######## clk_div_ctrl_flat ########
**clk_div_ctrl_flat: clock routing**

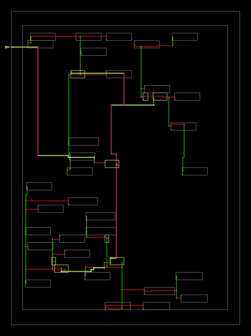

===== src/rtl/clk_div_ctrl_if.sv =====
// Configuration/run handshake and divided-clock outputs of clk_div_ctrl.
// master = system config logic, slave = the divider controller.
interface clk_div_ctrl_if #(
    parameter int W = 8
);
    logic         en;
    logic         cfg_valid;
    logic [W-1:0] cfg_div;
    logic         cfg_ready;
    logic         cfg_err;
    logic         clk_out;
    logic         period_tick;
    logic [W-1:0] active_div;
    logic         busy;

    modport master (
        output en, cfg_valid, cfg_div,
        input  cfg_ready, cfg_err, clk_out, period_tick, active_div, busy
    );

    modport slave (
        input  en, cfg_valid, cfg_div,
        output cfg_ready, cfg_err, clk_out, period_tick, active_div, busy
    );
endinterface


===== src/rtl/clk_div_ctrl.sv =====
// Programmable 50%-duty integer clock divider with glitch-free divisor updates
// at period boundaries and start/stop sequencing.
module clk_div_ctrl #(
    parameter int W       = 8,
    parameter int RST_DIV = 25
) (
    input  logic          clk,
    input  logic          rst,
    clk_div_ctrl_if.slave bus
);
    localparam logic [1:0] S_IDLE = 2'd0;
    localparam logic [1:0] S_RUN  = 2'd1;
    localparam logic [1:0] S_PEND = 2'd2;
    localparam logic [1:0] S_STOP = 2'd3;

    localparam logic [W-1:0] ONE   = W'(1);
    localparam logic [W-1:0] TWO   = W'(2);
    localparam logic [W-1:0] RST_N = W'(RST_DIV);

    logic [1:0]   r_state;
    logic [1:0]   w_state_nxt;
    logic [W-1:0] r_cnt;
    logic [W-1:0] r_n;
    logic [W-1:0] r_pend_div;
    logic         r_pend;
    logic         w_pend_nxt;
    logic         r_pos_q;
    logic         r_neg_q;
    logic         r_err;
    logic         r_tick;

    logic         w_running;
    logic         w_ready;
    logic         w_accept;
    logic         w_legal;
    logic         w_acc_legal;
    logic         w_wrap;
    logic         w_hi;
    logic [W-1:0] w_half;
    logic [W-1:0] w_thr;
    logic [W-1:0] w_nm1;

    assign w_running   = (r_state != S_IDLE);
    assign w_ready     = (r_state != S_PEND);
    assign w_accept    = bus.cfg_valid && w_ready;
    assign w_legal     = (bus.cfg_div >= TWO);
    assign w_acc_legal = w_accept && w_legal;

    // High phase covers the last H counts; odd N gets the extra half cycle from neg_q.
    assign w_half = r_n >> 1;
    assign w_thr  = r_n - w_half;
    assign w_nm1  = r_n - ONE;
    assign w_hi   = (r_cnt >= w_thr);
    assign w_wrap = w_running && (r_cnt >= w_nm1);

    // A pending divisor is consumed at the wrap; anything left over when idle is flushed to N.
    always_comb begin
        w_pend_nxt = r_pend;
        if (!w_running) begin
            w_pend_nxt = 1'b0;
        end else begin
            if (w_wrap && r_pend) begin
                w_pend_nxt = 1'b0;
            end
            if (w_acc_legal) begin
                w_pend_nxt = 1'b1;
            end
        end
    end

    always_comb begin
        w_state_nxt = r_state;
        case (r_state)
            S_IDLE: if (bus.en) w_state_nxt = S_RUN;
            S_RUN: begin
                if (!bus.en)          w_state_nxt = S_STOP;
                else if (w_acc_legal) w_state_nxt = S_PEND;
            end
            S_PEND: begin
                if (!bus.en)     w_state_nxt = S_STOP;
                else if (w_wrap) w_state_nxt = S_RUN;
            end
            S_STOP: begin
                if (bus.en)      w_state_nxt = w_pend_nxt ? S_PEND : S_RUN;
                else if (w_wrap) w_state_nxt = S_IDLE;
            end
            default: w_state_nxt = S_IDLE;
        endcase
    end

    always_ff @(posedge clk or posedge rst) begin
        if (rst) begin
            r_state    <= S_IDLE;
            r_cnt      <= '0;
            r_n        <= RST_N;
            r_pend_div <= '0;
            r_pend     <= 1'b0;
            r_pos_q    <= 1'b0;
            r_err      <= 1'b0;
            r_tick     <= 1'b0;
        end else begin
            r_state <= w_state_nxt;
            r_pend  <= w_pend_nxt;
            r_err   <= w_accept && !w_legal;
            r_tick  <= w_wrap;
            r_pos_q <= w_running && w_hi;
            if (!w_running) begin
                r_cnt <= '0;
                if (w_acc_legal) begin
                    r_n <= bus.cfg_div;
                end else if (r_pend) begin
                    r_n <= r_pend_div;
                end
            end else begin
                r_cnt <= w_wrap ? '0 : r_cnt + ONE;
                if (w_wrap && r_pend) begin
                    r_n <= r_pend_div;
                end
                if (w_acc_legal) begin
                    r_pend_div <= bus.cfg_div;
                end
            end
        end
    end

    always_ff @(negedge clk or posedge rst) begin
        if (rst) begin
            r_neg_q <= 1'b0;
        end else begin
            r_neg_q <= w_running && r_n[0] && w_hi;
        end
    end

    assign bus.clk_out     = r_pos_q | r_neg_q;
    assign bus.cfg_ready   = w_ready;
    assign bus.cfg_err     = r_err;
    assign bus.period_tick = r_tick;
    assign bus.active_div  = r_n;
    assign bus.busy        = w_running;
endmodule


===== src/flat_wrapper.sv =====
// flat-port wrapper written by rule: the top's interface ports become plain ports
module clk_div_ctrl_flat 
#(
    parameter int W       = 8,
    parameter int RST_DIV = 25
)
  (clk, rst, bus_en, bus_cfg_valid, bus_cfg_div, bus_cfg_ready, bus_cfg_err, bus_clk_out, bus_period_tick, bus_active_div, bus_busy);
  clk_div_ctrl_if #(.W(W)) bus_i ();
  input  logic clk;
  input  logic rst;
  input wire logic [$bits(bus_i.en)-1:0] bus_en;
  input wire logic [$bits(bus_i.cfg_valid)-1:0] bus_cfg_valid;
  input wire logic [$bits(bus_i.cfg_div)-1:0] bus_cfg_div;
  output wire logic [$bits(bus_i.cfg_ready)-1:0] bus_cfg_ready;
  output wire logic [$bits(bus_i.cfg_err)-1:0] bus_cfg_err;
  output wire logic [$bits(bus_i.clk_out)-1:0] bus_clk_out;
  output wire logic [$bits(bus_i.period_tick)-1:0] bus_period_tick;
  output wire logic [$bits(bus_i.active_div)-1:0] bus_active_div;
  output wire logic [$bits(bus_i.busy)-1:0] bus_busy;
  assign bus_i.en = bus_en;
  assign bus_i.cfg_valid = bus_cfg_valid;
  assign bus_i.cfg_div = bus_cfg_div;
  assign bus_cfg_ready = bus_i.cfg_ready;
  assign bus_cfg_err = bus_i.cfg_err;
  assign bus_clk_out = bus_i.clk_out;
  assign bus_period_tick = bus_i.period_tick;
  assign bus_active_div = bus_i.active_div;
  assign bus_busy = bus_i.busy;
  clk_div_ctrl #(.W(W), .RST_DIV(RST_DIV)) u_core (.clk(clk), .rst(rst), .bus(bus_i));
endmodule

===== config.mk =====
export PLATFORM = sky130hd
export DESIGN_NAME = clk_div_ctrl_flat
export DESIGN_NICKNAME = d
export VERILOG_FILES = /design/src/rtl/clk_div_ctrl_if.sv /design/src/rtl/clk_div_ctrl.sv /design/src/flat_wrapper.sv
export SDC_FILE = /design/constraint.sdc
export NUM_CORES = 1
export LEC_CHECK = 0
export ABC_AREA = 1
export CELL_PAD_IN_SITES_DETAIL_PLACEMENT = 2
export CELL_PAD_IN_SITES_GLOBAL_PLACEMENT = 2
export CORE_AREA = 4 4 79 110
export CTS_CLUSTER_DIAMETER = 100
export DETAILED_ROUTE_END_ITERATION = 16
export DIE_AREA = 0 0 83 114
export GPL_ROUTABILITY_DRIVEN = 0
export PLACE_DENSITY = 0.71
export SLEW_MARGIN = 20
export SYNTH_ARGS = -nofsm -noshare
export SYNTH_HDL_FRONTEND = slang
export SYNTH_SLANG_ARGS = --single-unit

===== constraint.sdc =====
create_clock -name clk -period 2.95 [get_ports clk]
set_clock_uncertainty 0.15 [all_clocks]
set_input_delay 0.59 -clock clk [delete_from_list [all_inputs] [get_ports clk]]
set_output_delay 0.59 -clock clk [all_outputs]
set_load 0.1 [all_outputs]

######## comparator ########
## src/rtl/comparator_pkg.sv

```systemverilog
// Shared constants for the comparator: result flag bit positions, flag vector
// width and the default operand width.
package comparator_pkg;

  localparam int RESULT_W      = 8;
  localparam int DEFAULT_WIDTH = 8;

  localparam int EQ_BIT  = 0;
  localparam int NE_BIT  = 1;
  localparam int LTU_BIT = 2;
  localparam int GTU_BIT = 3;
  localparam int LTS_BIT = 4;
  localparam int GTS_BIT = 5;
  localparam int AZ_BIT  = 6;
  localparam int BZ_BIT  = 7;

endpackage : comparator_pkg

```

## src/rtl/comparator_core.sv

```systemverilog
// Purely combinational flag generator: compares a and b both as unsigned
// magnitudes and as two's-complement values, plus zero detection.
module comparator_core
  import comparator_pkg::*;
#(
  parameter int WIDTH = DEFAULT_WIDTH
) (
  input  logic [WIDTH-1:0]    a,
  input  logic [WIDTH-1:0]    b,
  output logic [RESULT_W-1:0] flags
);

  logic w_eq;
  logic w_ltu;
  logic w_lts;

  assign w_eq  = (a == b);
  assign w_ltu = (a < b);
  assign w_lts = ($signed(a) < $signed(b));

  // NOTE: every bit of a combinational output gets a default first, so no
  // path through the block can leave a bit unassigned and infer a latch.
  always_comb begin
    flags          = '0;
    flags[EQ_BIT]  = w_eq;
    flags[NE_BIT]  = ~w_eq;
    flags[LTU_BIT] = w_ltu;
    flags[GTU_BIT] = ~w_ltu & ~w_eq;
    flags[LTS_BIT] = w_lts;
    flags[GTS_BIT] = ~w_lts & ~w_eq;
    flags[AZ_BIT]  = (a == '0);
    flags[BZ_BIT]  = (b == '0);
  end

endmodule : comparator_core

```

## src/rtl/comparator.sv

```systemverilog
// Registered comparator: captures the flag vector of a/b whenever in_valid is
// high. Define COMPARATOR_MINMAX_EN to add registered unsigned max_u/min_u.
module comparator
  import comparator_pkg::*;
#(
  parameter int WIDTH = DEFAULT_WIDTH
) (
  input  logic                clk,
  input  logic                rst_n,
  input  logic                in_valid,
  input  logic [WIDTH-1:0]    a,
  input  logic [WIDTH-1:0]    b,
  output logic [RESULT_W-1:0] result,
  output logic                out_valid
`ifdef COMPARATOR_MINMAX_EN
  ,
  output logic [WIDTH-1:0]    max_u,
  output logic [WIDTH-1:0]    min_u
`endif
);

  logic [RESULT_W-1:0] w_flags;
  logic [RESULT_W-1:0] r_result;
  logic                r_out_valid;

  comparator_core #(
    .WIDTH (WIDTH)
  ) u_core (
    .a     (a),
    .b     (b),
    .flags (w_flags)
  );

  // NOTE: state registers use non-blocking assignments so every register
  // samples pre-edge values, independent of statement order.
  always_ff @(posedge clk or negedge rst_n) begin
    if (!rst_n) begin
      r_result    <= '0;
      r_out_valid <= 1'b0;
    end else if (in_valid) begin
      r_result    <= w_flags;
      r_out_valid <= 1'b1;
    end
  end

  assign result    = r_result;
  assign out_valid = r_out_valid;

`ifdef COMPARATOR_MINMAX_EN
  logic [WIDTH-1:0] r_max_u;
  logic [WIDTH-1:0] r_min_u;

  // On equality both select a, which is the required tie value.
  always_ff @(posedge clk or negedge rst_n) begin
    if (!rst_n) begin
      r_max_u <= '0;
      r_min_u <= '0;
    end else if (in_valid) begin
      r_max_u <= w_flags[LTU_BIT] ? b : a;
      r_min_u <= w_flags[GTU_BIT] ? b : a;
    end
  end

  assign max_u = r_max_u;
  assign min_u = r_min_u;
`endif

endmodule : comparator

```

## config.mk

```make
export PLATFORM = sky130hd
export DESIGN_NAME = comparator
export DESIGN_NICKNAME = d
export VERILOG_FILES = /design/src/rtl/comparator_pkg.sv /design/src/rtl/comparator_core.sv /design/src/rtl/comparator.sv
export SDC_FILE = /design/constraint.sdc
export NUM_CORES = 1
export LEC_CHECK = 0
export CAP_MARGIN = 0
export CORE_MARGIN = 4
export CORE_UTILIZATION = 39
export DETAILED_ROUTE_END_ITERATION = 10
export HOLD_SLACK_MARGIN = 0.15
export PLACE_DENSITY = 0.76
export SLEW_MARGIN = 25
export SYNTH_ARGS = -nofsm -noshare
export SYNTH_HDL_FRONTEND = slang
export SYNTH_SLANG_ARGS = --single-unit
```

## constraint.sdc

```tcl
create_clock -name clk -period 0.95 [get_ports clk]
set_input_delay 0.1425 -clock clk [delete_from_list [all_inputs] [get_ports clk]]
set_output_delay 0.1425 -clock clk [all_outputs]
set_load 0.05 [all_outputs]
```

**clk_div_ctrl_flat: M3 wires**

The bar under the picture is 20 um long.
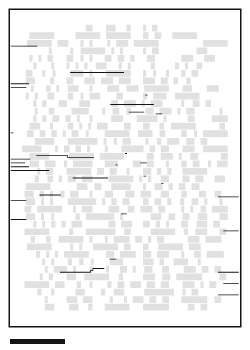
share of all routed wire = 2.2%
main direction = horizontal
drt total wl: 9270 um
met3 track demand over resource in global routing: 0.0296
detailed-route via count: 2358

Notes on 'clock routing' of clk_div_ctrl_flat above:
number of clock sinks: 31
Num CTS Buffers: 5
number of clock-tree buffers in the layout: 7
worst-skew pair later-pin latency: 0.30 ns

==> run notes, clk_div_ctrl_flat <==
Main metrics from the flow reports.

The floorplan step defined a core boundary enclosing 0.00770 mm^2. The number of hold-slack violations in the final timing report came out at 0. The clock network area share came out at 0.0218.

The number of buffers inserted for hold repair after clock tree synthesis came out at 0. The max-cap violation count came out at 0. The total die area came out at 0.00946 mm^2. Per the OpenROAD floorplan log, the height of the die is 114 um.

In the layout the commonest cells are sky130_fd_sc_hd__buf_4 (62), sky130_fd_sc_hd__nand2_1 (47), sky130_fd_sc_hd__inv_1 (35). Clock-pin slew was measured on the worst setup and hold paths at 0.07 ns. The total of plain and repair buffers excluding clock buffers is 82. The final reports fail on negative setup slack. Once synthesis finished, the tally of register bits stood at 31. For this run, the final setup violation count is recorded as 13. After filler insertion, the fill cell instance count of the layout stands at 849. OpenSTA lists the critical path endpoint as u_core.r_neg_q$_DFF_NP0_. The run finished, with violations left. The multiplexer fraction of the synthesized cell area came out at 0.

Warnings raised by the tools during the run amount to 37. The signal on the critical path passes through inv_2 -> ha_1 -> inv_1 -> a21oi_1 -> o21ai_0 -> a21oi_1 -> xor2_1 -> ha_1 -> a21oi_1 -> o2111ai_2 -> nand2_1 -> inv_2 -> nand2_1 -> inv_1. The share of synthesized cell area in and, or, nand and nor gates came out at 0.245. The final standard cell area without fillers is 0.00372 mm^2. The category of the worst setup path capture point is a register. The post-CTS resize count is 30. The endpoint of the worst hold-timing path is u_core.r_pend_div[1]$_DFFE_PP0P_. The setup slack after layout is -1.65 ns.
## clk_div_ctrl_flat: flip-flops by register name, summed over array words and instances (netlist names)
name and count:
u_core.bus.cfg_err 1, u_core.r_pend_div 8, u_core.bus.active_div 8, u_core.r_pend 1
u_core.r_pos_q 1, u_core.r_neg_q 1, u_core.bus.period_tick 1, u_core.r_state 2
u_core.r_cnt 8
## clk_div_ctrl_flat: critical path: cells and delay by family (launching register included)
kind | cells | cell delay [ns]
AND-OR/OR-AND | 5 | 0.94
flip-flops | 1 | 0.62
adder cells (fa/ha/maj) | 2 | 0.62
buffers and inverters | 4 | 0.26
XOR/XNOR | 1 | 0.21
AND/OR/NAND/NOR | 2 | 0.17
## clk_div_ctrl_flat: layer usage
layer  up-vias  share of wire  global-route usage
li1       1133              -                   -
met3        15          0.022              0.0296
met1      1177           0.37               0.187
met4         0          0.022              0.0709
met5         -              0                   0
met2        33           0.58               0.354
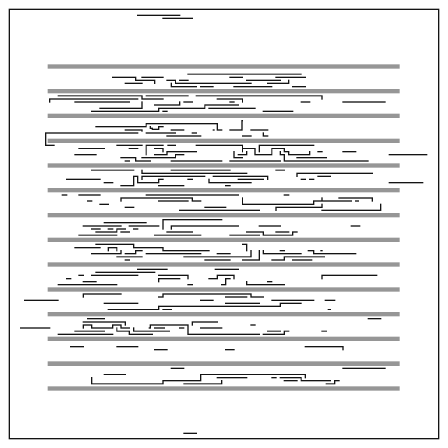
**Above:** comparator (metal 1).
Supply wires on this layer in gray.
wire length on this layer = 785 um
main direction = horizontal
longest straight run = 13.8 um
drt total wl: 2070 um
detailed-route via count: 704
GRT met1 Usage: 0.212

==> run notes, comparator <==
Main metrics from the flow reports.

The run finished, with violations left. The checks that failed: negative setup slack.

The number of global-route vias before repair is 754. The initial standard-cell utilization of the core came out at 0.434. The met2 usage is 0.374. The global-route usage over all layers is 0.204.

The length of routed met2 wiring is 1070 um. The combinational share of cell area came out at 0.351. The final max-slew violation count came out at 0. In this run, the synthesized area fraction spent on and/or/nand/nor cells is recorded as 0.177. The final setup violation count came out at 13. The count of nets left with antenna violations after detail routing is 0.

The highest clock frequency the design can meet is 866 MHz. The post-route worst hold slack is 0.150 ns. The number of antenna violations at the first check in global routing came to 0.

Entering global routing, the biggest net connects 10 pins. The global route total overflow came out at 0. The setup slack after layout came out at -0.205 ns.

The launch point of the worst path is b[1]. The final setup TNS is -0.864 ns. The transition time at the pin with the least slew margin came out at 0.424 ns. The combined flip-flop and latch cell area is 226 um^2.
==> comparator: cell usage in the layout, fill, tap and decap left out, types with 3 or more instances in the layout <==
master                     count
sky130_fd_sc_hd__buf_4        20
sky130_fd_sc_hd__buf_12       10
sky130_fd_sc_hd__dfrtp_1       8
sky130_fd_sc_hd__inv_2         7
sky130_fd_sc_hd__ha_4          7
sky130_fd_sc_hd__buf_2         7
sky130_fd_sc_hd__inv_1         6
sky130_fd_sc_hd__buf_6         5
sky130_fd_sc_hd__a21oi_2       4
sky130_fd_sc_hd__nor4_1        4
sky130_fd_sc_hd__nand2_1       3
sky130_fd_sc_hd__clkbuf_4      3
==> comparator: worst max-delay path: cells and delay by family <==
family                   cells  cell delay, ns
multiplexers                 1            0.26
buffers and inverters        2            0.12
AND/OR/NAND/NOR              2            0.19
AND-OR/OR-AND                2            0.35
adder cells (fa/ha/maj)      1            0.25
==> comparator: what timing repair did <==
item / 4_1_cts / 5_1_grt
hold endpoints to repair: 0 / 0
resized: 81 / 14
pin swaps: 9 / 9
setup buffers: 3 / 3
setup endpoints to repair: 17 / 18

######## load_store_unit ########
**load_store_unit: clock routing**

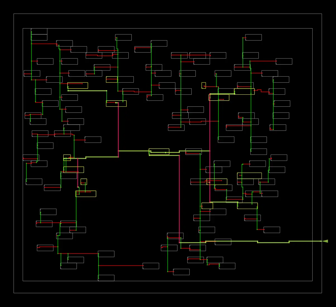

### config.mk
export PLATFORM = sky130hd
export DESIGN_NAME = load_store_unit
export DESIGN_NICKNAME = d
export VERILOG_FILES = /design/src/rtl/lsu_pkg.sv /design/src/rtl/load_formatter.sv /design/src/rtl/load_store_unit.sv
export SDC_FILE = /design/constraint.sdc
export NUM_CORES = 1
export LEC_CHECK = 0
export CORE_ASPECT_RATIO = 0.9
export CORE_MARGIN = 4
export CORE_UTILIZATION = 35
export CTS_CLUSTER_DIAMETER = 80
export DETAILED_ROUTE_END_ITERATION = 8
export PLACE_DENSITY = 0.72
export SLEW_MARGIN = 20
export SYNTH_ARGS = -nofsm -noshare
export SYNTH_HDL_FRONTEND = slang
export SYNTH_SLANG_ARGS = --single-unit
### constraint.sdc
create_clock -name clk -period 3.3 [get_ports clk]
set_input_delay 0.33 -clock clk [delete_from_list [all_inputs] [get_ports clk]]
set_output_delay 0.33 -clock clk [all_outputs]
set_load 0.03 [all_outputs]
### src/rtl/lsu_pkg.sv
// Shared types and constants for the load/store unit: FSM states, access sizes,
// fault causes, RV32I load/store funct3 codes and the size-to-byte-count helper.
package lsu_pkg;

    typedef enum logic [1:0] {
        IDLE   = 2'd0,
        ACCESS = 2'd1,
        RESP   = 2'd2
    } lsu_state_e;

    typedef enum logic [1:0] {
        SZ_BYTE = 2'b00,
        SZ_HALF = 2'b01,
        SZ_WORD = 2'b10
    } mem_size_e;

    typedef enum logic [1:0] {
        NONE     = 2'b00,
        ILLEGAL  = 2'b01,
        MISALIGN = 2'b10,
        RANGE    = 2'b11
    } fault_cause_e;

    localparam logic [2:0] F3_LB  = 3'b000;
    localparam logic [2:0] F3_LH  = 3'b001;
    localparam logic [2:0] F3_LW  = 3'b010;
    localparam logic [2:0] F3_LBU = 3'b100;
    localparam logic [2:0] F3_LHU = 3'b101;

    function automatic logic [2:0] access_bytes(input logic [1:0] size);
        case (size)
            SZ_BYTE: access_bytes = 3'd1;
            SZ_HALF: access_bytes = 3'd2;
            default: access_bytes = 3'd4;
        endcase
    endfunction

endpackage

### src/rtl/load_formatter.sv
// Combinational load-data formatter: selects byte/half/word from the raw memory
// word and sign- or zero-extends it according to the load funct3.
module load_formatter
    import lsu_pkg::*;
(
    input  logic [2:0]  i_funct3,
    input  logic [31:0] i_raw,
    output logic [31:0] o_rdata
);

    always_comb begin
        case (i_funct3)
            F3_LB:   o_rdata = 32'($signed(i_raw[7:0]));
            F3_LH:   o_rdata = 32'($signed(i_raw[15:0]));
            F3_LBU:  o_rdata = {24'd0, i_raw[7:0]};
            F3_LHU:  o_rdata = {16'd0, i_raw[15:0]};
            default: o_rdata = i_raw;
        endcase
    end

endmodule

### src/rtl/load_store_unit.sv
// Load/store unit: blocking IDLE -> ACCESS -> RESP FSM between execute and data memory.
// Optional alignment trapping is enabled by defining LSU_MISALIGN_TRAP_EN.
module load_store_unit
    import lsu_pkg::*;
#(
    parameter int MEM_SIZE = 512
) (
    input  logic        clk,
    input  logic        reset,
    input  logic        req_valid,
    output logic        req_ready,
    input  logic        req_we,
    input  logic [2:0]  req_funct3,
    input  logic [31:0] req_addr,
    input  logic [31:0] req_wdata,
    output logic        rsp_valid,
    input  logic        rsp_ready,
    output logic [31:0] rsp_rdata,
    output logic        rsp_fault,
    output logic [1:0]  rsp_cause,
    output logic        mem_write_en,
    output logic [31:0] mem_addr,
    output logic [1:0]  mem_store_size,
    output logic [31:0] mem_store_data,
    input  logic [31:0] mem_load_data
);

    lsu_state_e   r_state;
    logic         r_we;
    logic [2:0]   r_funct3;
    logic [31:0]  r_addr;
    logic [31:0]  r_wdata;
    logic         r_rsp_valid;
    logic [31:0]  r_rsp_rdata;
    logic         r_rsp_fault;
    fault_cause_e r_rsp_cause;

    logic         w_legal;
    logic         w_misaligned;
    logic         w_out_of_range;
    logic [32:0]  w_end_addr;
    fault_cause_e w_cause;
    logic [31:0]  w_fmt_rdata;

    always_comb begin
        if (req_we)
            w_legal = (req_funct3 == 3'b000) || (req_funct3 == 3'b001) || (req_funct3 == 3'b010);
        else
            w_legal = (req_funct3 == F3_LB)  || (req_funct3 == F3_LH) || (req_funct3 == F3_LW) ||
                      (req_funct3 == F3_LBU) || (req_funct3 == F3_LHU);
    end

`ifdef LSU_MISALIGN_TRAP_EN
    assign w_misaligned = ((req_funct3[1:0] == SZ_HALF) && req_addr[0]) ||
                          ((req_funct3[1:0] == SZ_WORD) && (req_addr[1:0] != 2'b00));
`else
    assign w_misaligned = 1'b0;
`endif

    // 33-bit end address so requests near 2^32 cannot wrap back into range
    assign w_end_addr     = {1'b0, req_addr} + 33'(access_bytes(req_funct3[1:0]));
    assign w_out_of_range = w_end_addr > 33'(MEM_SIZE);

    always_comb begin
        if (!w_legal)
            w_cause = ILLEGAL;
        else if (w_misaligned)
            w_cause = MISALIGN;
        else if (w_out_of_range)
            w_cause = RANGE;
        else
            w_cause = NONE;
    end

    load_formatter u_load_formatter (
        .i_funct3 (r_funct3),
        .i_raw    (mem_load_data),
        .o_rdata  (w_fmt_rdata)
    );

    always_ff @(posedge clk) begin
        if (reset) begin
            r_state     <= IDLE;
            r_we        <= 1'b0;
            r_funct3    <= 3'd0;
            r_addr      <= 32'd0;
            r_wdata     <= 32'd0;
            r_rsp_valid <= 1'b0;
            r_rsp_rdata <= 32'd0;
            r_rsp_fault <= 1'b0;
            r_rsp_cause <= NONE;
        end else begin
            case (r_state)
                IDLE: begin
                    if (req_valid) begin
                        r_we     <= req_we;
                        r_funct3 <= req_funct3;
                        r_addr   <= req_addr;
                        r_wdata  <= req_wdata;
                        if (w_cause != NONE) begin
                            r_rsp_valid <= 1'b1;
                            r_rsp_fault <= 1'b1;
                            r_rsp_cause <= w_cause;
                            r_rsp_rdata <= 32'd0;
                            r_state     <= RESP;
                        end else begin
                            r_state     <= ACCESS;
                        end
                    end
                end
                ACCESS: begin
                    r_rsp_valid <= 1'b1;
                    r_rsp_fault <= 1'b0;
                    r_rsp_cause <= NONE;
                    r_rsp_rdata <= r_we ? 32'd0 : w_fmt_rdata;
                    r_state     <= RESP;
                end
                RESP: begin
                    if (rsp_ready) begin
                        r_rsp_valid <= 1'b0;
                        r_state     <= IDLE;
                    end
                end
                default: r_state <= IDLE;
            endcase
        end
    end

    assign req_ready      = (r_state == IDLE) && !reset;
    // Gated by reset so an aborted store never reaches memory
    assign mem_write_en   = (r_state == ACCESS) && r_we && !reset;
    assign mem_addr       = r_addr;
    assign mem_store_size = r_funct3[1:0];
    assign mem_store_data = r_wdata;

    assign rsp_valid = r_rsp_valid;
    assign rsp_rdata = r_rsp_rdata;
    assign rsp_fault = r_rsp_fault;
    assign rsp_cause = r_rsp_cause;

endmodule

######## clock_divider ########
<file path="src/rtl/clock_divider.sv">
// -----------------------------------------------------------------------------
// clock_divider
//
// Divides clk_in by the integer DIV and produces a 50% duty-cycle clk_out.
// Even ratios use a single rising-edge phase flop. Odd ratios add a
// falling-edge copy of that flop, which stretches the high phase by half an
// input period.
//
// Parameters
//   DIV      division ratio, legal range 2..2^24 (f_clk_out = f_clk_in / DIV)
//
// Ports
//   clk_in   input   1  sole clock; all state advances on its edges
//   rst_n    input   1  asynchronous active-low reset; forces clk_out low
//   clk_out  output  1  divided clock, 50% duty
// -----------------------------------------------------------------------------
module clock_divider #(
   parameter int DIV = 1000
) (
   input  logic clk_in,
   input  logic rst_n,
   output logic clk_out
);

   // Width is guarded so that an illegal DIV still elaborates far enough
   // to reach the range check below.
   localparam int unsigned CW = (DIV < 2) ? 1 : $clog2(DIV);
   localparam logic [CW-1:0] LAST = CW'(DIV - 1);
   localparam logic [CW-1:0] HALF = CW'((DIV + 1) / 2);

   if (DIV < 2 || DIV > 2**24) begin : g_div_check
      $error("clock_divider: DIV=%0d is outside the legal range 2..2^24", DIV);
   end

   logic [CW-1:0] cnt;
   logic [CW-1:0] cnt_next;
   logic          p;

   always_comb begin
      cnt_next = cnt + 1'b1;
      if (cnt == LAST) begin
         cnt_next = '0;
      end
   end

   // The phase flop is loaded from the next count value. As a result, p is
   // high exactly while cnt sits in HALF..DIV-1, and the output edges line up
   // with the counter edges instead of trailing them by one cycle.
   always_ff @(posedge clk_in or negedge rst_n) begin
      if (!rst_n) begin
         cnt <= '0;
         p   <= 1'b0;
      end else begin
         cnt <= cnt_next;
         p   <= (cnt_next >= HALF);
      end
   end

   if (DIV % 2 == 1) begin : g_odd
      logic n;

      // n trails p by half an input period. OR-ing the two registered terms
      // keeps the output high until the falling edge that follows p's fall,
      // which gives an exact DIV/2 high time.
      always_ff @(negedge clk_in or negedge rst_n) begin
         if (!rst_n) begin
            n <= 1'b0;
         end else begin
            n <= p;
         end
      end

      assign clk_out = p | n;
   end else begin : g_even
      assign clk_out = p;
   end

endmodule

</file>
<file path="config.mk">
export PLATFORM = sky130hd
export DESIGN_NAME = clock_divider
export DESIGN_NICKNAME = d
export VERILOG_FILES = /design/src/rtl/clock_divider.sv
export SDC_FILE = /design/constraint.sdc
export NUM_CORES = 1
export LEC_CHECK = 0
export CORE_ASPECT_RATIO = 0.75
export CORE_MARGIN = 2
export CORE_UTILIZATION = 25
export CTS_CLUSTER_SIZE = 40
export DETAILED_ROUTE_END_ITERATION = 10
export GPL_ROUTABILITY_DRIVEN = 0
export HOLD_SLACK_MARGIN = 0.1
export PLACE_DENSITY_LB_ADDON = 0.3
export SLEW_MARGIN = 20
export SYNTH_ARGS = -nofsm -noshare
export SYNTH_HDL_FRONTEND = slang
export SYNTH_SLANG_ARGS = --single-unit
</file>
<file path="constraint.sdc">
create_clock -name clk_in -period 4.4 [get_ports clk_in]
set_input_delay 0.88 -clock clk_in [delete_from_list [all_inputs] [get_ports clk_in]]
set_output_delay 0.88 -clock clk_in [all_outputs]
set_load 0.05 [all_outputs]
</file>
######## uivbuf_sched_flat ########
--- src/rtl/uivbuf_sched_if.sv ---
// Handshake bundle between the frame writer/reader and the buffer scheduler.
// master drives the frame pulses, slave returns the buffer indices and status.
interface uivbuf_sched_if #(
    parameter int IDX_W = 8,
    parameter int CNT_W = 16
);
    logic             wr_fs_i;
    logic             wr_fe_i;
    logic             rd_fs_i;
    logic [IDX_W-1:0] wr_bufn_o;
    logic [IDX_W-1:0] rd_bufn_o;
    logic             rd_new_o;
    logic             wr_busy_o;
    logic             err_o;
    logic [CNT_W-1:0] drop_cnt_o;

    modport master (
        output wr_fs_i, wr_fe_i, rd_fs_i,
        input  wr_bufn_o, rd_bufn_o, rd_new_o,
        input  wr_busy_o, err_o, drop_cnt_o
    );

    modport slave (
        input  wr_fs_i, wr_fe_i, rd_fs_i,
        output wr_bufn_o, rd_bufn_o, rd_new_o,
        output wr_busy_o, err_o, drop_cnt_o
    );
endinterface

--- src/rtl/uivbuf_sched.sv ---
// Triple-buffer scheduler: rotates write/read/spare indices so the reader
// always gets the newest completed frame and never shares the writer's buffer.
module uivbuf_sched #(
    parameter int          IDX_W   = 8,
    parameter int          CNT_W   = 16,
    parameter int unsigned IDX_WR0 = 0,
    parameter int unsigned IDX_RD0 = 1,
    parameter int unsigned IDX_SP0 = 2
) (
    input  logic           ui_clk,
    input  logic           ui_rstn,
    uivbuf_sched_if.slave  bus
);

    typedef enum logic {
        W_IDLE   = 1'b0,
        W_ACTIVE = 1'b1
    } wstate_e;

    wstate_e          state_q, state_d;
    logic [IDX_W-1:0] wr_q, wr_d;
    logic [IDX_W-1:0] rd_q, rd_d;
    logic [IDX_W-1:0] sp_q, sp_d;
    logic             rv_q, rv_d;
    logic             new_q, new_d;
    logic             err_q, err_d;
    logic [CNT_W-1:0] drop_q, drop_d;
    logic             cmp;

    always_ff @(posedge ui_clk) begin
        if (!ui_rstn) begin
            state_q <= W_IDLE;
            wr_q    <= IDX_W'(IDX_WR0);
            rd_q    <= IDX_W'(IDX_RD0);
            sp_q    <= IDX_W'(IDX_SP0);
            rv_q    <= 1'b0;
            new_q   <= 1'b0;
            err_q   <= 1'b0;
            drop_q  <= '0;
        end else begin
            state_q <= state_d;
            wr_q    <= wr_d;
            rd_q    <= rd_d;
            sp_q    <= sp_d;
            rv_q    <= rv_d;
            new_q   <= new_d;
            err_q   <= err_d;
            drop_q  <= drop_d;
        end
    end

    // Writer protocol; fs+fe while active closes one frame and opens the next.
    always_comb begin
        state_d = state_q;
        cmp     = 1'b0;
        err_d   = 1'b0;
        unique case (state_q)
            W_IDLE: begin
                if (bus.wr_fs_i) state_d = W_ACTIVE;
                err_d = bus.wr_fe_i;
            end
            W_ACTIVE: begin
                if (bus.wr_fe_i) begin
                    cmp     = 1'b1;
                    state_d = bus.wr_fs_i ? W_ACTIVE : W_IDLE;
                end else if (bus.wr_fs_i) begin
                    err_d = 1'b1;
                end
            end
            default: ;
        endcase
    end

    // Index rotation; a pending spare frame overwritten counts as a drop.
    always_comb begin
        wr_d   = wr_q;
        rd_d   = rd_q;
        sp_d   = sp_q;
        rv_d   = rv_q;
        new_d  = 1'b0;
        drop_d = drop_q;
        if (cmp && bus.rd_fs_i) begin
            rd_d  = wr_q;
            wr_d  = sp_q;
            sp_d  = rd_q;
            rv_d  = 1'b0;
            new_d = 1'b1;
        end else if (cmp) begin
            wr_d = sp_q;
            sp_d = wr_q;
            rv_d = 1'b1;
        end else if (bus.rd_fs_i && rv_q) begin
            rd_d  = sp_q;
            sp_d  = rd_q;
            rv_d  = 1'b0;
            new_d = 1'b1;
        end
        if (cmp && rv_q && (drop_q != '1)) begin
            drop_d = drop_q + CNT_W'(1);
        end
    end

    assign bus.wr_bufn_o  = wr_q;
    assign bus.rd_bufn_o  = rd_q;
    assign bus.rd_new_o   = new_q;
    assign bus.wr_busy_o  = (state_q == W_ACTIVE);
    assign bus.err_o      = err_q;
    assign bus.drop_cnt_o = drop_q;

endmodule

--- src/flat_wrapper.sv ---
// flat-port wrapper written by rule: the top's interface ports become plain ports
module uivbuf_sched_flat 
#(
    parameter int          IDX_W   = 8,
    parameter int          CNT_W   = 16,
    parameter int unsigned IDX_WR0 = 0,
    parameter int unsigned IDX_RD0 = 1,
    parameter int unsigned IDX_SP0 = 2
)
  (ui_clk, ui_rstn, bus_wr_fs_i, bus_wr_fe_i, bus_rd_fs_i, bus_wr_bufn_o, bus_rd_bufn_o, bus_rd_new_o, bus_wr_busy_o, bus_err_o, bus_drop_cnt_o);
  uivbuf_sched_if #(.IDX_W(IDX_W), .CNT_W(CNT_W)) bus_i ();
  input  logic ui_clk;
  input  logic ui_rstn;
  input wire logic [$bits(bus_i.wr_fs_i)-1:0] bus_wr_fs_i;
  input wire logic [$bits(bus_i.wr_fe_i)-1:0] bus_wr_fe_i;
  input wire logic [$bits(bus_i.rd_fs_i)-1:0] bus_rd_fs_i;
  output wire logic [$bits(bus_i.wr_bufn_o)-1:0] bus_wr_bufn_o;
  output wire logic [$bits(bus_i.rd_bufn_o)-1:0] bus_rd_bufn_o;
  output wire logic [$bits(bus_i.rd_new_o)-1:0] bus_rd_new_o;
  output wire logic [$bits(bus_i.wr_busy_o)-1:0] bus_wr_busy_o;
  output wire logic [$bits(bus_i.err_o)-1:0] bus_err_o;
  output wire logic [$bits(bus_i.drop_cnt_o)-1:0] bus_drop_cnt_o;
  assign bus_i.wr_fs_i = bus_wr_fs_i;
  assign bus_i.wr_fe_i = bus_wr_fe_i;
  assign bus_i.rd_fs_i = bus_rd_fs_i;
  assign bus_wr_bufn_o = bus_i.wr_bufn_o;
  assign bus_rd_bufn_o = bus_i.rd_bufn_o;
  assign bus_rd_new_o = bus_i.rd_new_o;
  assign bus_wr_busy_o = bus_i.wr_busy_o;
  assign bus_err_o = bus_i.err_o;
  assign bus_drop_cnt_o = bus_i.drop_cnt_o;
  uivbuf_sched #(.IDX_W(IDX_W), .CNT_W(CNT_W), .IDX_WR0(IDX_WR0), .IDX_RD0(IDX_RD0), .IDX_SP0(IDX_SP0)) u_core (.ui_clk(ui_clk), .ui_rstn(ui_rstn), .bus(bus_i));
endmodule
--- config.mk ---
export PLATFORM = sky130hd
export DESIGN_NAME = uivbuf_sched_flat
export DESIGN_NICKNAME = d
export VERILOG_FILES = /design/src/rtl/uivbuf_sched_if.sv /design/src/rtl/uivbuf_sched.sv /design/src/flat_wrapper.sv
export SDC_FILE = /design/constraint.sdc
export NUM_CORES = 1
export LEC_CHECK = 0
export ABC_AREA = 0
export CORE_MARGIN = 8
export CORE_UTILIZATION = 25
export CTS_CLUSTER_DIAMETER = 40
export DETAILED_ROUTE_END_ITERATION = 16
export SETUP_SLACK_MARGIN = 0.1
export SLEW_MARGIN = 15
export SYNTH_ARGS = -nofsm -noshare
export SYNTH_HDL_FRONTEND = slang
export SYNTH_SLANG_ARGS = --single-unit
--- constraint.sdc ---
create_clock -name ui_clk -period 5.2 [get_ports ui_clk]
set_clock_uncertainty 0.1 [all_clocks]
set_input_delay 1.56 -clock ui_clk [delete_from_list [all_inputs] [get_ports ui_clk]]
set_output_delay 1.56 -clock ui_clk [all_outputs]
set_load 0.02 [all_outputs]
**load_store_unit: metal 1**

Supply wires on this layer in gray.
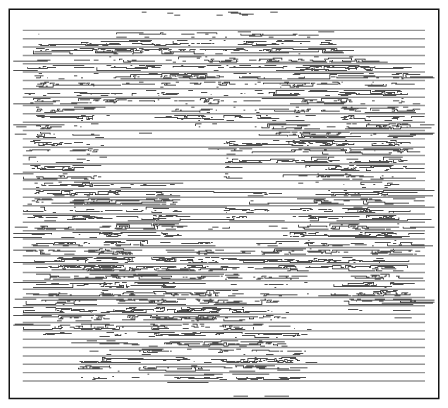
main direction = horizontal
longest straight run = 31.3 um
nets with wire on the layer = 913
GRT met1 Usage: 0.257
drt total wl: 17400 um
detailed-route via count: 5614

About 'clock routing' of load_store_unit:
Num CTS Buffers: 9
final clock skew: 0.00612 ns

==> run notes, load_store_unit <==
Main metrics from the flow reports.

The post-synthesis adder-cell area fraction came out at 0.0106. Dividing total power by cell area gives a power density of 375 mW/mm^2. The number of buffer cells added on primary ports came out at 207.

In the power breakdown, the biggest contributor is sequential cells. The utilization after layout came out at 0.561. The wire length of the first global-routing pass came out at 28400 um. The instance area at placement came out at 0.00800 mm^2. The flow ran to the end, and the final reports show no timing, DRC or antenna violations. In the global route stage, overall resource usage came out at 0.192.

The proportion of register bits with asynchronous set or reset after synthesis is 0. The mean instance size in the synthesized netlist came out at 8.04 um^2. The transition time at the pin with the least slew margin is 0.746 ns. The number of DRC violations after detailed routing came out at 0. The share of synthesized area in the top cell type comes to 0.390. In this run, distinct cell masters in the synthesized netlist total 65.

The setup slack on the worst flop-to-flop path came out at 1.18 ns.
-- load_store_unit: registers in the layout, indices dropped and copies added (netlist names) --
| signal | flops |
|---|---|
| rsp_cause | 2 |
| r_we | 1 |
| mem_store_data | 32 |
| r_funct3 | 3 |
| mem_addr | 32 |
| rsp_fault | 1 |
| rsp_rdata | 32 |
| r_state | 2 |
| rsp_valid | 1 |
-- load_store_unit: what timing repair did --
action                     in CTS  in global routing
gates resized                  11                 19
pin swaps                       3                  2
setup endpoints to repair      38                 36
buffers inserted                1                  0
-- load_store_unit: through the flow --
| stage | TNS [ns] | worst slack, ns |
|---|---|---|
| after floorplan | -2.60 | -0.112 |
| after global placement | -24.83 | -0.704 |
| after detailed placement | -27.62 | -0.809 |
| after CTS | 0 | 0.00345 |
| after global routing | -0.0228 | -0.0120 |
| final | 0 | 0.0654 |
-- load_store_unit: routing by layer --
layer  GRT usage  vias to the layer above  part of all wire
met5           0                        -                 0
met3      0.0659                       17             0.085
met2       0.300                      199              0.44
met4      0.0443                        0             0.013
li1            -                     2841                 -
met1       0.257                     2557              0.46
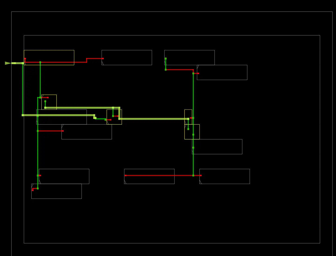
**Above:** clock_divider (clock routing).
final clock skew: 0.00164 ns
worst-skew pair later-pin latency: 0.27 ns
Num CTS Buffers: 3
clock-net power: 68.2 uW
flop count: 11

==> run notes, clock_divider <==
Main metrics from the flow reports.

The run finished with clean final reports. The share of the yosys chip area belonging to registers is 0.488. STA classifies the critical path endpoint as an output pin. The type of the worst setup path is reg2out. Endpoints with negative setup slack in the final report add up to 0. The largest power group is sequential cells. The timing report shows that the slowest cell on the worst path is sky130_fd_sc_hd__clkdlybuf4s50_1. The leakage component of the power is 0.244 nW.

The mean instance size in the synthesized netlist came out at 10.3 um^2. The synthesized net count came out at 59. The highest clock frequency the design can meet came out at 439 MHz. The count of inserted antenna diode cells came out at 0.

The total detailed-routing wirelength came out at 1090 um. The global-route usage over all layers came out at 0.106. The count of fill cells added during filler insertion is 222. The initial standard-cell utilization of the core is 0.273. The post-synth area from yosys stat came out at 564 um^2. The clock transition time at the flip-flop clock pins of the worst setup and hold paths came out at 0.07 ns.

Note that the worst hold path type here is reg2reg. The reported sequential group power is 101 uW. The switching share of total power is 0.204. The synthesized instance count is 55. Of all cell types, the one taking the most synthesized area is sky130_fd_sc_hd__dfrtp_1.

The number of antenna violations at the first check in global routing came out at 0. The synthesis report gives the async set-or-reset register share as 1.00. The number of hold buffers added after CTS was 0.

Among logic cells in the layout, the one with the most instances is sky130_fd_sc_hd__dfrtp_1. For reference, the critical path is captured by clk_out. Subtracting the final worst setup slack from the clock period gives 2.28 ns.

The number of logged tool warnings is 28.
==> clock_divider: flip-flops by register name, summed over array words and instances (netlist names) <==
name,flops
cnt,10
clk_out,1
==> clock_divider: metal layers <==
layer	vias up	part of all wire	routed length, um	track usage
met3	0	0.067	73	0.0516
met2	13	0.42	455	0.129
met1	205	0.51	557	0.157
li1	212	-	-	-
met4	0	0	0	0.0409
met5	-	0	0	0
==> clock_divider: cell families after synthesis <==
family | synth area share
xor gates and xnor gates | 0.0621
DFF | 0.488
and+or+nand+nor | 0.255
AOI/OAI and AO/OA | 0.151
adders and majority gates | 0.0443
==> clock_divider: final cells by class <==
type,count,area share
repair buffers,2,0.0313
clock buffers,4,0.0410
well taps,24,0.0469
flip-flops and latches,11,0.430
multi-input cells,44,0.451
==> clock_divider: through the flow <==
stage	worst slack, ns	power, mW	hold slack, ns	std cells
2_1_floorplan	2.70	0.103	0.481	55
3_3_place_gp	2.32	0.106	0.496	81
3_5_place_dp	2.38	0.106	0.517	81
4_1_cts	2.11	0.176	0.527	85
5_1_grt	2.07	0.183	0.557	85
6_report	2.12	0.172	0.523	85
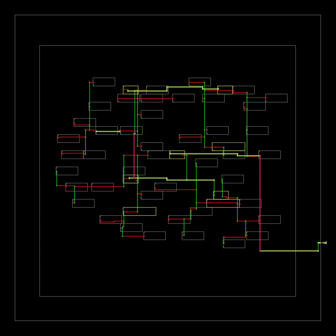
**Above:** uivbuf_sched_flat (clock routing).
number of clock-tree buffers in the layout: 5
number of clock sinks: 44
worst-skew pair later-pin latency: 0.30 ns
clock-net power: 362 uW

==> run notes, uivbuf_sched_flat <==
Main metrics from the flow reports.

Overall routing resource usage recorded by global route was 0.0966. According to the report, the first pass of detailed routing completed in 4 iterations. The core area came out at 0.00725 mm^2. The utilization after layout came out at 0.345. The switching power came out at 163 uW. The timing report notes that buffer and inverter cells on the critical path total 1. The total detailed-routing wirelength is 5050 um. Setup repair after global routing left no endpoint under its margin.

The placed wire-length estimate after detailed placement is 3400 um. The main combinational cell family by area after synthesis is simple AND/OR/NAND/NOR gates. The fraction of the cycle the final worst path needs came out at 0.619. The signal on the critical path passes through clkdlybuf4s50_1 -> nand2_1 -> nand2_1 -> o22ai_1 -> nor3_1.

The endpoint identified for the worst register-to-register timing path is u_core.bus.drop_cnt_o[9]$_SDFFE_PN0P_. The run finished with clean final reports. The proportion of register bits with asynchronous set or reset after synthesis came out at 0. The post-placement setup slack came out at 1.67 ns. The data arrival time at the worst-slack endpoint came out at 3.29 ns. The synthesized netlist cell count is 226. The worst setup path is of the in2reg kind. The overall power is 773 uW.
==> uivbuf_sched_flat: final cells by class <==
class,count,area [um^2],area share
Tap cell,99,124,0.0495
Timing Repair Buffer,40,398,0.159
Inverter,3,11.3,0.00450
Multi-Input combinational cell,167,928,0.371
Clock buffer,5,68.8,0.0275
Clock inverter,3,90.1,0.0360
Sequential cell,44,881,0.352
==> uivbuf_sched_flat: layout by cell type (no fill, tap or decap), types with 6 or more instances in the layout <==
cell type / netlist / routed
sky130_fd_sc_hd__dfxtp_1: 44 / 44
sky130_fd_sc_hd__clkdlybuf4s50_1: 0 / 39
sky130_fd_sc_hd__nand2_1: 30 / 30
sky130_fd_sc_hd__a21oi_1: 27 / 27
sky130_fd_sc_hd__nor2_1: 15 / 15
sky130_fd_sc_hd__o21ai_0: 13 / 13
sky130_fd_sc_hd__o21ai_1: 9 / 9
sky130_fd_sc_hd__nor3_1: 8 / 8
sky130_fd_sc_hd__nand3b_1: 7 / 7
sky130_fd_sc_hd__or3_1: 7 / 7
sky130_fd_sc_hd__o22ai_1: 7 / 7
sky130_fd_sc_hd__nand3_1: 6 / 6

######## dmem_bridge ########
## src/rtl/dmem_bridge.sv

```systemverilog
// dmem_bridge: turns one mem-stage load/store request into a single req/gnt + rvalid
// bus transaction. Ports: r_v/w_v/req_* in; hit/mem_res/mem_res_error/busy out; bus_* req/resp.
module dmem_bridge #(
  parameter int XLEN    = 32,
  parameter int TIMEOUT = 16
) (
  input  logic            clk,
  input  logic            rst_n,
  input  logic            r_v,
  input  logic            w_v,
  input  logic [XLEN-1:0] req_adr,
  input  logic [XLEN-1:0] req_data,
  input  logic [3:0]      req_strobe,
  output logic            hit,
  output logic [XLEN-1:0] mem_res,
  output logic            mem_res_error,
  output logic            busy,
  output logic            bus_req,
  output logic            bus_we,
  output logic [XLEN-1:0] bus_adr,
  output logic [XLEN-1:0] bus_wdata,
  output logic [3:0]      bus_be,
  input  logic            bus_gnt,
  input  logic            bus_rvalid,
  input  logic [XLEN-1:0] bus_rdata,
  input  logic            bus_err
);

  localparam int CW = (TIMEOUT > 2) ? $clog2(TIMEOUT) : 1;
  localparam logic [CW-1:0] CNT_MAX = CW'(TIMEOUT - 1);

  typedef enum logic [1:0] {
    IDLE,
    REQ,
    WAIT,
    RESP
  } state_t;

  state_t          state;
  logic [XLEN-3:0] wadr_q;
  logic [XLEN-1:0] data_q;
  logic [XLEN-1:0] res_q;
  logic [3:0]      be_q;
  logic            we_q;
  logic            err_q;
  logic [CW-1:0]   cnt;
  logic            be_ok;
  logic            reject;

  always_comb begin
    be_ok = 1'b0;
    unique case (req_strobe)
      4'b0001, 4'b0010, 4'b0100, 4'b1000,
      4'b0011, 4'b0110, 4'b1100, 4'b1111: be_ok = 1'b1;
      default:                            be_ok = 1'b0;
    endcase
  end

  assign reject = (r_v & w_v) | ~be_ok |
                  ((req_strobe == 4'b1111) & (req_adr[1:0] != 2'b00));

  always_ff @(posedge clk or negedge rst_n) begin
    if (!rst_n) begin
      state  <= IDLE;
      wadr_q <= '0;
      data_q <= '0;
      res_q  <= '0;
      be_q   <= '0;
      we_q   <= 1'b0;
      err_q  <= 1'b0;
      cnt    <= '0;
    end else begin
      unique case (state)
        IDLE: begin
          if (r_v | w_v) begin
            wadr_q <= req_adr[XLEN-1:2];
            data_q <= req_data;
            be_q   <= req_strobe;
            we_q   <= w_v;
            res_q  <= '0;
            err_q  <= reject;
            cnt    <= '0;
            state  <= reject ? RESP : REQ;
          end
        end
        REQ: begin
          // abort wins over a grant in the last allowed cycle
          if (cnt == CNT_MAX) begin
            err_q <= 1'b1;
            res_q <= '0;
            state <= RESP;
          end else begin
            cnt <= cnt + CW'(1);
            if (bus_gnt) state <= WAIT;
          end
        end
        WAIT: begin
          // a response in the last allowed cycle still completes
          if (bus_rvalid) begin
            res_q <= (we_q | bus_err) ? '0 : bus_rdata;
            err_q <= bus_err;
            state <= RESP;
          end else if (cnt == CNT_MAX) begin
            err_q <= 1'b1;
            res_q <= '0;
            state <= RESP;
          end else begin
            cnt <= cnt + CW'(1);
          end
        end
        RESP: state <= IDLE;
      endcase
    end
  end

  assign busy          = (state != IDLE);
  assign bus_req       = (state == REQ);
  assign hit           = (state == RESP);
  assign mem_res       = hit ? res_q : '0;
  assign mem_res_error = hit & err_q;
  assign bus_we        = bus_req & we_q;
  assign bus_adr       = bus_req ? {wadr_q, 2'b00} : '0;
  assign bus_wdata     = bus_req ? data_q : '0;
  assign bus_be        = bus_req ? be_q : '0;

endmodule

```

## config.mk

```make
export PLATFORM = sky130hd
export DESIGN_NAME = dmem_bridge
export DESIGN_NICKNAME = d
export VERILOG_FILES = /design/src/rtl/dmem_bridge.sv
export SDC_FILE = /design/constraint.sdc
export NUM_CORES = 1
export LEC_CHECK = 0
export ABC_AREA = 1
export CORE_MARGIN = 2
export CORE_UTILIZATION = 41
export DETAILED_ROUTE_END_ITERATION = 12
export PLACE_DENSITY = 0.78
export SLEW_MARGIN = 20
export SYNTH_ARGS = -nofsm -noshare
export SYNTH_HDL_FRONTEND = slang
export SYNTH_SLANG_ARGS = --single-unit
```

## constraint.sdc

```tcl
create_clock -name clk -period 1.77 [get_ports clk]
set_input_delay 0.531 -clock clk [delete_from_list [all_inputs] [get_ports clk]]
set_output_delay 0.531 -clock clk [all_outputs]
set_load 0.05 [all_outputs]
```

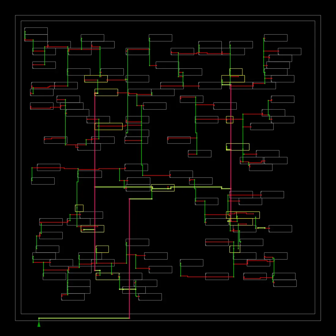
**Above:** dmem_bridge (clock routing).
final clock skew: 0.00759 ns
Num CTS Buffers: 9
number of clock-tree buffers in the layout: 11
clock-net power: 2.19 mW

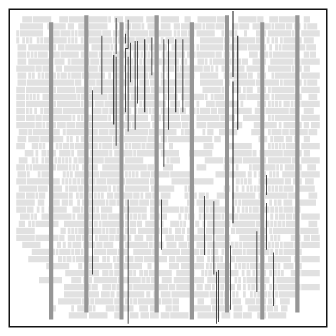
**Above:** dmem_bridge (the metal 4 layer).
Supply wires on this layer in gray.
wire length on this layer = 855 um
longest straight run = 70.7 um
main direction = vertical
nets with wire on the layer = 29
share of all routed wire = 4.2%
drt total wl: 20400 um
detailed-route via count: 6383

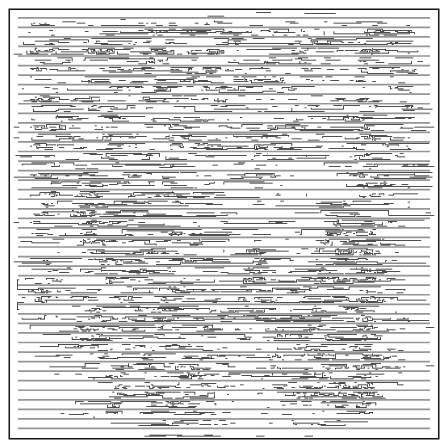
**Above:** dmem_bridge (metal 1).
Supply wires on this layer in gray.
longest straight run = 35.4 um
main direction = horizontal
nets with wire on the layer = 1038
wire length on this layer = 7790 um
share of all routed wire = 38%
GRT met1 Usage: 0.296

==> run notes <==
Main metrics from the flow reports.

The setup slack on the worst flop-to-flop path is -0.06 ns. The switching share of total power came out at 0.468. met2 track demand over resource after global routing is 0.417. The final setup violation count came out at 111. In the final report, the number of hold violations comes to 0. Of the total power, combinational logic draws 0.652. The flow ran to the end, but the final reports show violations. The netlist area before placement is 0.00570 mm^2. The multi-input combinational cells in the finished layout cover a total of 0.00320 mm^2. The count of H-tree levels built during CTS is 3. The final timing report gives a worst setup slack of -0.464 ns. For this run, the total global-route usage over all layers was measured as 0.242. Among all stages on the critical path, the largest delay is contributed by sky130_fd_sc_hd__dfrtp_2.

The checks that failed: negative setup slack. The wire length of the first global-routing pass came out at 28400 um. The total die area is 0.0149 mm^2. Broken down by cell family, the worst path's largest delay share belongs to buffers and inverters. The length of routed met2 wiring came out at 10800 um. TritonRoute reported its final design rule violation total as 0. The final net count came out at 1212. Setup repair after global routing could not meet its margin everywhere. The core area is 0.0137 mm^2. The biggest fanout along the worst timing path came out at 5.
metrics by stage:
stage               cell area [um^2]  utilization
detailed placement             10100        0.739
global placement               10100        0.739
floorplan                       6560            -
finish                         11400        0.830
CTS                            10600        0.773
global route                   11400        0.830
registers in the layout (all words and copies together) (netlist names):
name    count
we_q        1
res_q      32
state       2
be_q        4
err_q       1
wadr_q     30
data_q     32
cnt         4
final cells by class:
cell class                      instances  share of cell area
Timing Repair Buffer                  282               0.365
Inverter                              122              0.0731
Clock buffer                           11              0.0222
Sequential cell                       106               0.233
Multi-Input combinational cell        575               0.281
Tap cell                              180              0.0198
Clock inverter                          5             0.00605
logic make-up after synthesis:
| group | after synthesis | synth area share |
|---|---|---|
| xor gates and xnor gates | 1 | 0.00154 |
| DFF | 106 | 0.465 |
| and+or+nand+nor | 531 | 0.365 |
| buffers and inverters | 167 | 0.119 |
| adders and majority gates | 9 | 0.0198 |
| other | 1 | 0.000658 |
| AOI/OAI and AO/OA | 32 | 0.0281 |


==> screenshots <==
Gate-type map.
shot_01.png
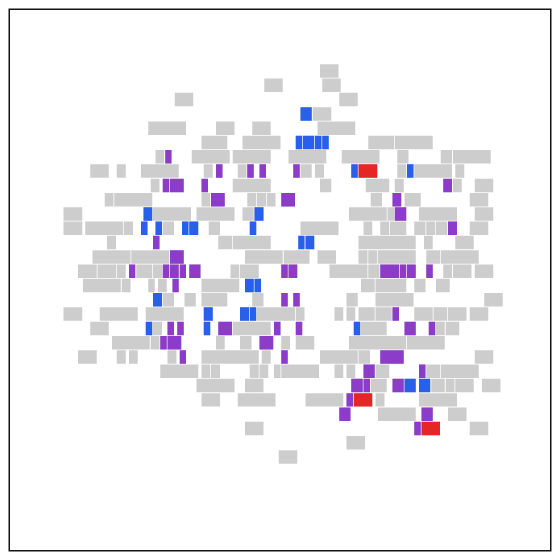
shot_02.png
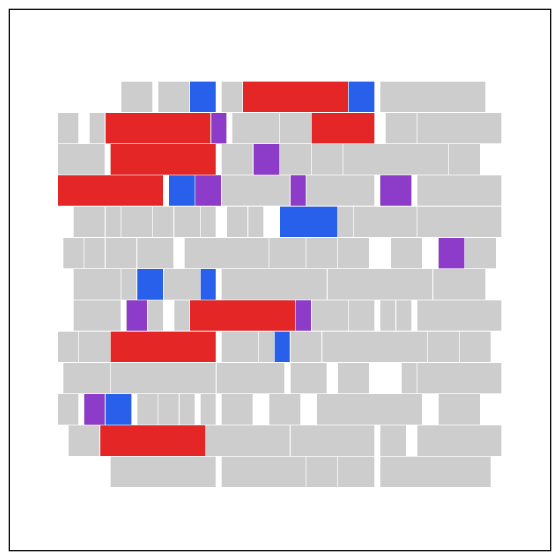
shot_03.png
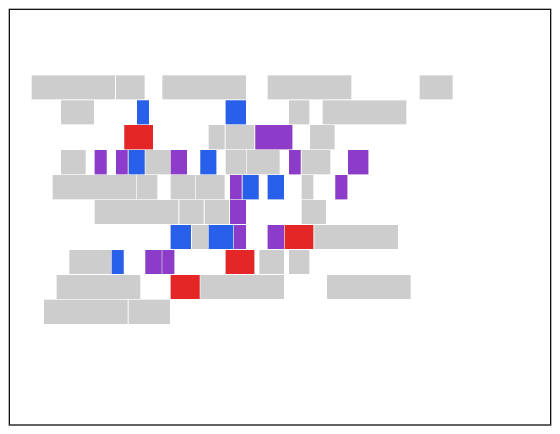
The one with the most cells is shot_01.png.
The one with the fewest cells is shot_03.png.
shot_02.png -> comparator
shot_01.png -> uivbuf_sched_flat
shot_03.png -> clock_divider

Key to shot_01.png:
blue -> NOR gates  # cells 27
purple -> NAND gates  # cells 53
red -> multiplexers  # cells 3

Power and IR drop assume default switching activity.
